=== block 1 ===
==> block_1/power_grid.png <==
Bar = 20 um. Pins as bars on the die edge.
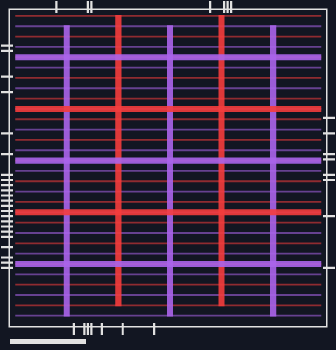

<file path="src/rtl/coe_loader_if.sv">
// Byte-stream input and frame-buffer write port of the picture loader.
// Pure wiring; no latency of its own.
// No back-pressure: in_ready is high in every state except reset.
interface coe_loader_if;
  logic [7:0]  in_data;
  logic        in_valid;
  logic        in_ready;
  logic [16:0] wr_addr;
  logic [11:0] wr_data;
  logic        wr_en;
  logic        busy;
  logic        frame_done;
  logic        err;

  // Byte source / status observer side
  modport master (
    output in_data, in_valid,
    input  in_ready, wr_addr, wr_data, wr_en, busy, frame_done, err
  );

  // Loader side
  modport slave (
    input  in_data, in_valid,
    output in_ready, wr_addr, wr_data, wr_en, busy, frame_done, err
  );
endinterface

</file>
<file path="src/rtl/coe_loader.sv">
// Writes a header-synced byte stream into the image RAM as sequential RGB444 pixels.
// Latency: the RAM write strobe fires one cycle after the low (G/B) byte is accepted.
// Never back-pressures; a mid-frame stall longer than TIMEOUT_CYCLES aborts the frame.
module coe_loader #(
  parameter int         PICTURE_WIDTH  = 270,
  parameter int         PICTURE_HEIGHT = 384,
  parameter logic [7:0] SYNC_BYTE      = 8'hA5,
  parameter int         TIMEOUT_CYCLES = 1000000
) (
  input  logic         clk,
  input  logic         rst_n,
  coe_loader_if.slave  bus
);

  localparam int          PIXEL_COUNT = PICTURE_WIDTH * PICTURE_HEIGHT;
  localparam logic [16:0] LAST_PIX    = 17'(PIXEL_COUNT - 1);
  localparam logic [23:0] LAST_IDLE   = 24'(TIMEOUT_CYCLES - 1);

  typedef enum logic [1:0] {
    S_IDLE = 2'd0,
    S_HI   = 2'd1,
    S_LO   = 2'd2
  } state_t;

  state_t      r_state;
  logic [16:0] r_pix;
  logic [23:0] r_idle;
  logic [3:0]  r_red;
  logic        r_in_ready;
  logic [16:0] r_wr_addr;
  logic [11:0] r_wr_data;
  logic        r_wr_en;
  logic        r_busy;
  logic        r_frame_done;
  logic        r_err;

  logic w_acc;

  assign w_acc = bus.in_valid & r_in_ready;

  // Header sync, byte-pair packing, pixel addressing and stall timeout
  always_ff @(posedge clk or negedge rst_n) begin
    if (!rst_n) begin
      r_state      <= S_IDLE;
      r_pix        <= '0;
      r_idle       <= '0;
      r_red        <= '0;
      r_in_ready   <= 1'b0;
      r_wr_addr    <= '0;
      r_wr_data    <= '0;
      r_wr_en      <= 1'b0;
      r_busy       <= 1'b0;
      r_frame_done <= 1'b0;
      r_err        <= 1'b0;
    end else begin
      r_in_ready   <= 1'b1;
      r_wr_en      <= 1'b0;
      r_frame_done <= 1'b0;
      r_err        <= 1'b0;
      // busy stays up through the frame_done cycle and drops right after
      if (r_frame_done) r_busy <= 1'b0;

      case (r_state)
        S_IDLE: begin
          r_idle <= '0;
          if (w_acc && bus.in_data == SYNC_BYTE) begin
            r_state <= S_HI;
            r_busy  <= 1'b1;
          end
        end

        S_HI, S_LO: begin
          if (w_acc) begin
            // An accept on the expiry cycle still counts: no abort
            r_idle <= '0;
            if (r_state == S_HI) begin
              r_red   <= bus.in_data[3:0];
              r_state <= S_LO;
            end else begin
              r_wr_en   <= 1'b1;
              r_wr_addr <= r_pix;
              r_wr_data <= {r_red, bus.in_data};
              if (r_pix == LAST_PIX) begin
                r_pix        <= '0;
                r_frame_done <= 1'b1;
                r_state      <= S_IDLE;
              end else begin
                r_pix   <= r_pix + 17'd1;
                r_state <= S_HI;
              end
            end
          end else if (r_idle == LAST_IDLE) begin
            r_state <= S_IDLE;
            r_err   <= 1'b1;
            r_busy  <= 1'b0;
            r_pix   <= '0;
            r_idle  <= '0;
          end else begin
            r_idle <= r_idle + 24'd1;
          end
        end

        default: r_state <= S_IDLE;
      endcase
    end
  end

  assign bus.in_ready   = r_in_ready;
  assign bus.wr_addr    = r_wr_addr;
  assign bus.wr_data    = r_wr_data;
  assign bus.wr_en      = r_wr_en;
  assign bus.busy       = r_busy;
  assign bus.frame_done = r_frame_done;
  assign bus.err        = r_err;

endmodule

</file>
<file path="src/flat_wrapper.sv">
// flat-port wrapper written by rule: the top's interface ports become plain ports
module coe_loader_flat 
#(
  parameter int         PICTURE_WIDTH  = 270,
  parameter int         PICTURE_HEIGHT = 384,
  parameter logic [7:0] SYNC_BYTE      = 8'hA5,
  parameter int         TIMEOUT_CYCLES = 1000000
)
  (clk, rst_n, bus_in_data, bus_in_valid, bus_in_ready, bus_wr_addr, bus_wr_data, bus_wr_en, bus_busy, bus_frame_done, bus_err);
  coe_loader_if bus_i ();
  input  logic clk;
  input  logic rst_n;
  input wire logic [$bits(bus_i.in_data)-1:0] bus_in_data;
  input wire logic [$bits(bus_i.in_valid)-1:0] bus_in_valid;
  output wire logic [$bits(bus_i.in_ready)-1:0] bus_in_ready;
  output wire logic [$bits(bus_i.wr_addr)-1:0] bus_wr_addr;
  output wire logic [$bits(bus_i.wr_data)-1:0] bus_wr_data;
  output wire logic [$bits(bus_i.wr_en)-1:0] bus_wr_en;
  output wire logic [$bits(bus_i.busy)-1:0] bus_busy;
  output wire logic [$bits(bus_i.frame_done)-1:0] bus_frame_done;
  output wire logic [$bits(bus_i.err)-1:0] bus_err;
  assign bus_i.in_data = bus_in_data;
  assign bus_i.in_valid = bus_in_valid;
  assign bus_in_ready = bus_i.in_ready;
  assign bus_wr_addr = bus_i.wr_addr;
  assign bus_wr_data = bus_i.wr_data;
  assign bus_wr_en = bus_i.wr_en;
  assign bus_busy = bus_i.busy;
  assign bus_frame_done = bus_i.frame_done;
  assign bus_err = bus_i.err;
  coe_loader #(.PICTURE_WIDTH(PICTURE_WIDTH), .PICTURE_HEIGHT(PICTURE_HEIGHT), .SYNC_BYTE(SYNC_BYTE), .TIMEOUT_CYCLES(TIMEOUT_CYCLES)) u_core (.clk(clk), .rst_n(rst_n), .bus(bus_i));
endmodule
</file>
<file path="config.mk">
export PLATFORM = sky130hd
export DESIGN_NAME = coe_loader_flat
export DESIGN_NICKNAME = d
export VERILOG_FILES = /design/src/rtl/coe_loader_if.sv /design/src/rtl/coe_loader.sv /design/src/flat_wrapper.sv
export SDC_FILE = /design/constraint.sdc
export NUM_CORES = 1
export LEC_CHECK = 0
export CORE_UTILIZATION = 60
export DETAILED_ROUTE_END_ITERATION = 10
export PLACE_DENSITY = 0.95
export SYNTH_ARGS = -nofsm -noshare
export SYNTH_HDL_FRONTEND = slang
export SYNTH_SLANG_ARGS = --single-unit
</file>
<file path="constraint.sdc">
create_clock -name clk -period 4.55 [get_ports clk]
set_input_delay 0.455 -clock clk [delete_from_list [all_inputs] [get_ports clk]]
set_output_delay 0.455 -clock clk [all_outputs]
set_load 0.01 [all_outputs]
</file>
=== block 2 ===
File: src/rtl/pds_port_agent.sv
// pds_port_agent: per-port requester for the PDS power-grant handshake.
// Each port runs its own Moore FSM. It debounces device detection, requests
// budget from the power manager and holds power while granted. It trips to
// FAULT on a filtered overload, then waits out a retry hold-off.
module pds_port_agent #(
    parameter int numPorts  = 8,
    parameter int DET_CYC   = 4,
    parameter int OVL_CYC   = 3,
    parameter int RETRY_CYC = 16,
    parameter int CNT_W     = 8
) (
    input  logic                  clk,
    input  logic                  reset_n,
    input  logic [numPorts-1:0]   det_ok,
    input  logic [numPorts-1:0]   ovl,
    input  logic [numPorts-1:0]   dis,
    input  logic [numPorts-1:0]   gnt,
    output logic [numPorts-1:0]   req,
    output logic [numPorts-1:0]   off,
    output logic [numPorts-1:0]   fault,
    output logic [numPorts-1:0]   pwr_en,
    output logic [3*numPorts-1:0] port_st
);

    typedef enum logic [2:0] {
        ST_IDLE    = 3'd0,
        ST_DETECT  = 3'd1,
        ST_REQUEST = 3'd2,
        ST_POWERED = 3'd3,
        ST_FAULT   = 3'd4
    } state_t;

    // Terminal counter values; the counter never runs past these, so it cannot wrap.
    localparam logic [CNT_W-1:0] DET_LAST   = CNT_W'(DET_CYC - 1);
    localparam logic [CNT_W-1:0] OVL_LAST   = CNT_W'(OVL_CYC - 1);
    localparam logic [CNT_W-1:0] RETRY_LAST = CNT_W'(RETRY_CYC - 1);
    localparam logic [CNT_W-1:0] CNT_ONE    = CNT_W'(1);

    genvar gi;
    generate
        for (gi = 0; gi < numPorts; gi++) begin : g_port
            state_t           state_reg;
            logic [CNT_W-1:0] cnt_reg;

            // Per-port FSM; cnt is cleared on every state change.
            always_ff @(posedge clk or negedge reset_n) begin
                if (!reset_n) begin
                    state_reg <= ST_IDLE;
                    cnt_reg   <= '0;
                end else begin
                    case (state_reg)
                        ST_IDLE: begin
                            if (det_ok[gi] && !dis[gi]) begin
                                state_reg <= ST_DETECT;
                                cnt_reg   <= '0;
                            end
                        end
                        ST_DETECT: begin
                            if (dis[gi] || !det_ok[gi]) begin
                                state_reg <= ST_IDLE;
                                cnt_reg   <= '0;
                            end else if (cnt_reg == DET_LAST) begin
                                state_reg <= ST_REQUEST;
                                cnt_reg   <= '0;
                            end else begin
                                cnt_reg <= cnt_reg + CNT_ONE;
                            end
                        end
                        ST_REQUEST: begin
                            // No timeout: wait for budget as long as the device stays.
                            if (dis[gi] || !det_ok[gi]) begin
                                state_reg <= ST_IDLE;
                                cnt_reg   <= '0;
                            end else if (gnt[gi]) begin
                                state_reg <= ST_POWERED;
                                cnt_reg   <= '0;
                            end
                        end
                        ST_POWERED: begin
                            // Disable beats a trip; a trip beats detect loss and revoke.
                            if (dis[gi]) begin
                                state_reg <= ST_IDLE;
                                cnt_reg   <= '0;
                            end else if (ovl[gi] && (cnt_reg == OVL_LAST)) begin
                                state_reg <= ST_FAULT;
                                cnt_reg   <= '0;
                            end else if (!det_ok[gi]) begin
                                state_reg <= ST_IDLE;
                                cnt_reg   <= '0;
                            end else if (!gnt[gi]) begin
                                state_reg <= ST_REQUEST;
                                cnt_reg   <= '0;
                            end else if (ovl[gi]) begin
                                cnt_reg <= cnt_reg + CNT_ONE;
                            end else begin
                                cnt_reg <= '0;
                            end
                        end
                        ST_FAULT: begin
                            // Hold-off ignores dis, det_ok and gnt entirely.
                            if (cnt_reg == RETRY_LAST) begin
                                state_reg <= ST_IDLE;
                                cnt_reg   <= '0;
                            end else begin
                                cnt_reg <= cnt_reg + CNT_ONE;
                            end
                        end
                        default: begin
                            state_reg <= ST_IDLE;
                            cnt_reg   <= '0;
                        end
                    endcase
                end
            end

            assign req[gi]    = (state_reg == ST_REQUEST) || (state_reg == ST_POWERED);
            assign off[gi]    = (state_reg == ST_IDLE) || (state_reg == ST_DETECT) ||
                                (state_reg == ST_FAULT);
            assign fault[gi]  = (state_reg == ST_FAULT);
            assign pwr_en[gi] = (state_reg == ST_POWERED);
            assign port_st[3*gi +: 3] = state_reg;
        end
    endgenerate

endmodule

File: config.mk
export PLATFORM = sky130hd
export DESIGN_NAME = pds_port_agent
export DESIGN_NICKNAME = d
export VERILOG_FILES = /design/src/rtl/pds_port_agent.sv
export SDC_FILE = /design/constraint.sdc
export NUM_CORES = 1
export LEC_CHECK = 0
export ABC_AREA = 1
export CAP_MARGIN = 40
export CORE_ASPECT_RATIO = 0.7
export CORE_MARGIN = 2
export CORE_UTILIZATION = 52
export CTS_BUF_LIST = sky130_fd_sc_hd__clkbuf_2 sky130_fd_sc_hd__clkbuf_4 sky130_fd_sc_hd__clkbuf_8
export DETAILED_ROUTE_END_ITERATION = 8
export PLACE_DENSITY = 0.89
export SKIP_CTS_REPAIR_TIMING = 1
export SLEW_MARGIN = 20
export SYNTH_ARGS = -nofsm -noshare
export SYNTH_HDL_FRONTEND = slang
export SYNTH_SLANG_ARGS = --single-unit
export TNS_END_PERCENT = 10
File: constraint.sdc
create_clock -name clk -period 1.6 [get_ports clk]
set_input_delay 0.48 -clock clk [delete_from_list [all_inputs] [get_ports clk]]
set_output_delay 0.48 -clock clk [all_outputs]
set_load 0.03 [all_outputs]
==> block_1/wires.png <==
Bar = 20 um. Only two layers are drawn.
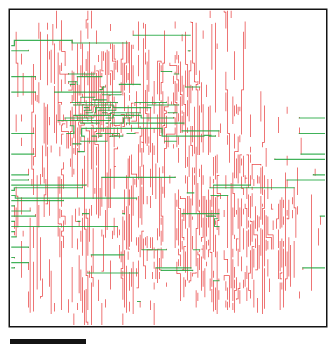
- green: metal 3 (wire length 695 um)
- red: metal 2 (wire length 4030 um)

Notes on block_1/power_grid.png above:
- purple: VSS
- red: VDD
- rows: 29
- signal pins: 45
- met1 rails: 30

==> impl_metrics.json, block 1 <==
{
  "total_power_mw": 1.39,
  "min_period_ps": 2670,
  "vias": 3097,
  "p_int_mw": 1.05,
  "postCtsHoldBufs": 0,
  "die_y_um": 83.2,
  "cts_buffers": 9,
  "power.share.sequential_pct": 55.0,
  "place_congestion": 0.898,
  "edf_count": 0,
  "cp-startpoint": "bus_in_valid",
  "start_kind": "primary input",
  "status": "completed",
  "place_area_um2": 4440,
  "fp_util_pct": 62.2,
  "ys_seq_share_pct": 51.3,
  "dr_wl_met3_um": 695
}
## block 1: worst register-to-register path: stages (launching register included)
cell,delay (ps)
dfrtp_1,440
inv_1,120
ha_1,380
nand3b_1,500
inv_1,280
nand2_1,210
or4_1,560
nand3_1,80
## block 1: state kept, by name (all words and copies together) (netlist names)
| name | flops |
|---|---|
| u_core.bus.busy | 1 |
| u_core.r_state | 2 |
| u_core.r_red | 4 |
| u_core.bus.wr_data | 12 |
| u_core.bus.err | 1 |
| u_core.bus.wr_addr | 17 |
| u_core.r_pix | 17 |
| u_core.r_idle | 24 |
| u_core.bus.frame_done | 1 |
| u_core.bus.wr_en | 1 |
| u_core.bus.in_ready | 1 |
## block 1: area by class of cell
type | count | area, um^2 | share of cell area [%]
multi-input cells | 267 | 1830 | 39.6
inverters | 10 | 37.5 | 0.813
flip-flops and latches | 81 | 2030 | 43.9
clock inverters | 3 | 42.5 | 0.921
well taps | 77 | 96.3 | 2.09
repair buffers | 45 | 445 | 9.64
clock buffers | 11 | 141 | 3.06
## block 1: through the flow
step | hold WS (ps) | worst slack, ps
floorplan | 159 | 2580
global placement | 473 | 1710
detailed placement | 489 | 1590
CTS | 308 | 1920
global route | 345 | 1720
finish | 264 | 1880
==> block_2/wires.png <==
Bar = 50 um. Only two layers are drawn.
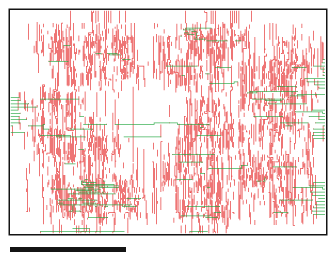
- green: metal 3 (wire length 942 um)
- red: metal 2 (wire length 7970 um)
Vias: 6991
GRT Resource Usage Total: 23.7%
drt wl/cell: 12.7 um

==> block_2/power_grid.png <==
Bar = 50 um. Pins as bars on the die edge.
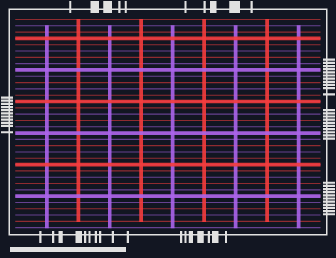
- red: VDD
- purple: VSS
- rows: 33
- met1 rails: 34
die width: 136 um
maximum VDD drop: 0.916 mV
DIE HEIGHT: 96.6 um

==> impl_metrics.json, block 2 <==
{
  "status": "complete, but fails checks",
  "setup_violations": 54,
  "synth-seq-cells": 88,
  "total_power_mw": 11.5,
  "power.share.sequential_pct": 28.0,
  "path_clk_slew_ps": 100,
  "grt_max_degree": 25,
  "grt.busiest_layer": "met2",
  "dp.cells": 1313,
  "dr.first_iter.drc_count": 456,
  "violations": "negative setup slack",
  "dr.pass1.iters": 5,
  "layout_setup_ws_ps": -349,
  "comb_area_um2": 3780,
  "synth_top_cell_by_area": "dfrtp_1",
  "antenna_cells": 0
}
## block 2: cells by family (layout without fill, tap and decap cells)
logic type | count (synthesis) | count (layout) | share of synthesized area (%)
DFF | 88 | 88 | 34.6
xor gates and xnor gates | 14 | 14 | 1.93
AOI/OAI and AO/OA | 95 | 95 | 8.98
adders and majority gates | 16 | 16 | 3.14
buffers and inverters | 198 | 405 | 11.8
and+or+nand+nor | 558 | 558 | 39.6
## block 2: worst register-to-register path: cells and delay by family, from the launching register on
family	cells	cell delay, ps
buffers and inverters	3	290
AOI/OAI and AO/OA	2	240
adders and majority gates	1	220
DFF	1	400
and+or+nand+nor	4	410
## block 2: worst paths after layout
kind | slack (ps) | cells past startpoint | startpoint | end
hold / removal | 20 | 1 | reset_n | g_port[3].state_reg[0]
min in group clk | 540 | 2 | g_port[7].cnt_reg[4] | g_port[7].cnt_reg[4]
max in group asynchronous | 1120 | 2 | reset_n | g_port[5].state_reg[2]
setup reg to reg | -80 | 10 | g_port[5].cnt_reg[0] | g_port[5].cnt_reg[3]
hold reg to reg | 540 | 2 | g_port[7].cnt_reg[4] | g_port[7].cnt_reg[4]
setup / recovery | -350 | 4 | g_port[1].state_reg[2] | off[1]

==> gallery <==
Clock network drawn from the DEF.
image #1
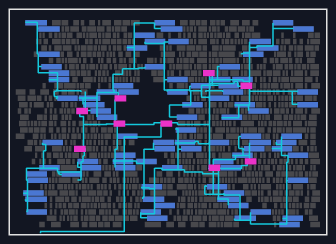
image #2
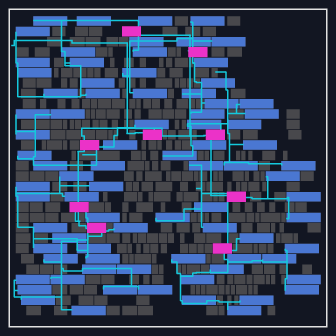
Image #2 comes from block 1.
Image #1 comes from block 2.



==> screenshots <==
Placed cells, one color a class.
Fill, decap, tap and diode cells in gray.
(a)
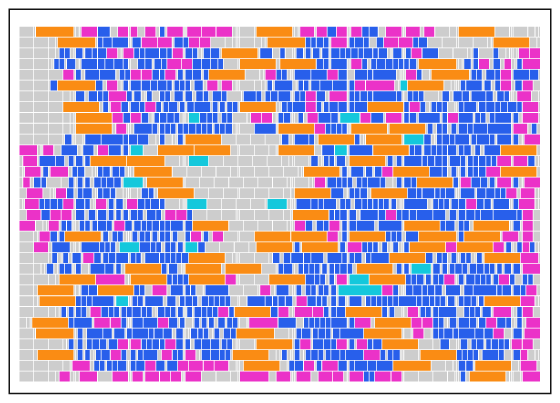
(b)
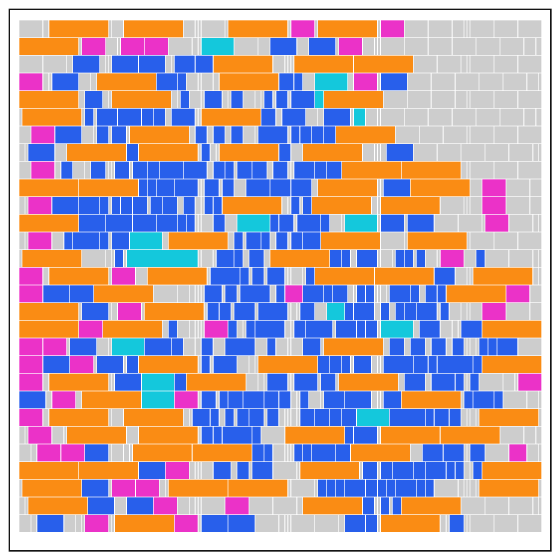
The one with the most cells is (a).
For block 1, see (b).
For block 2, see (a).

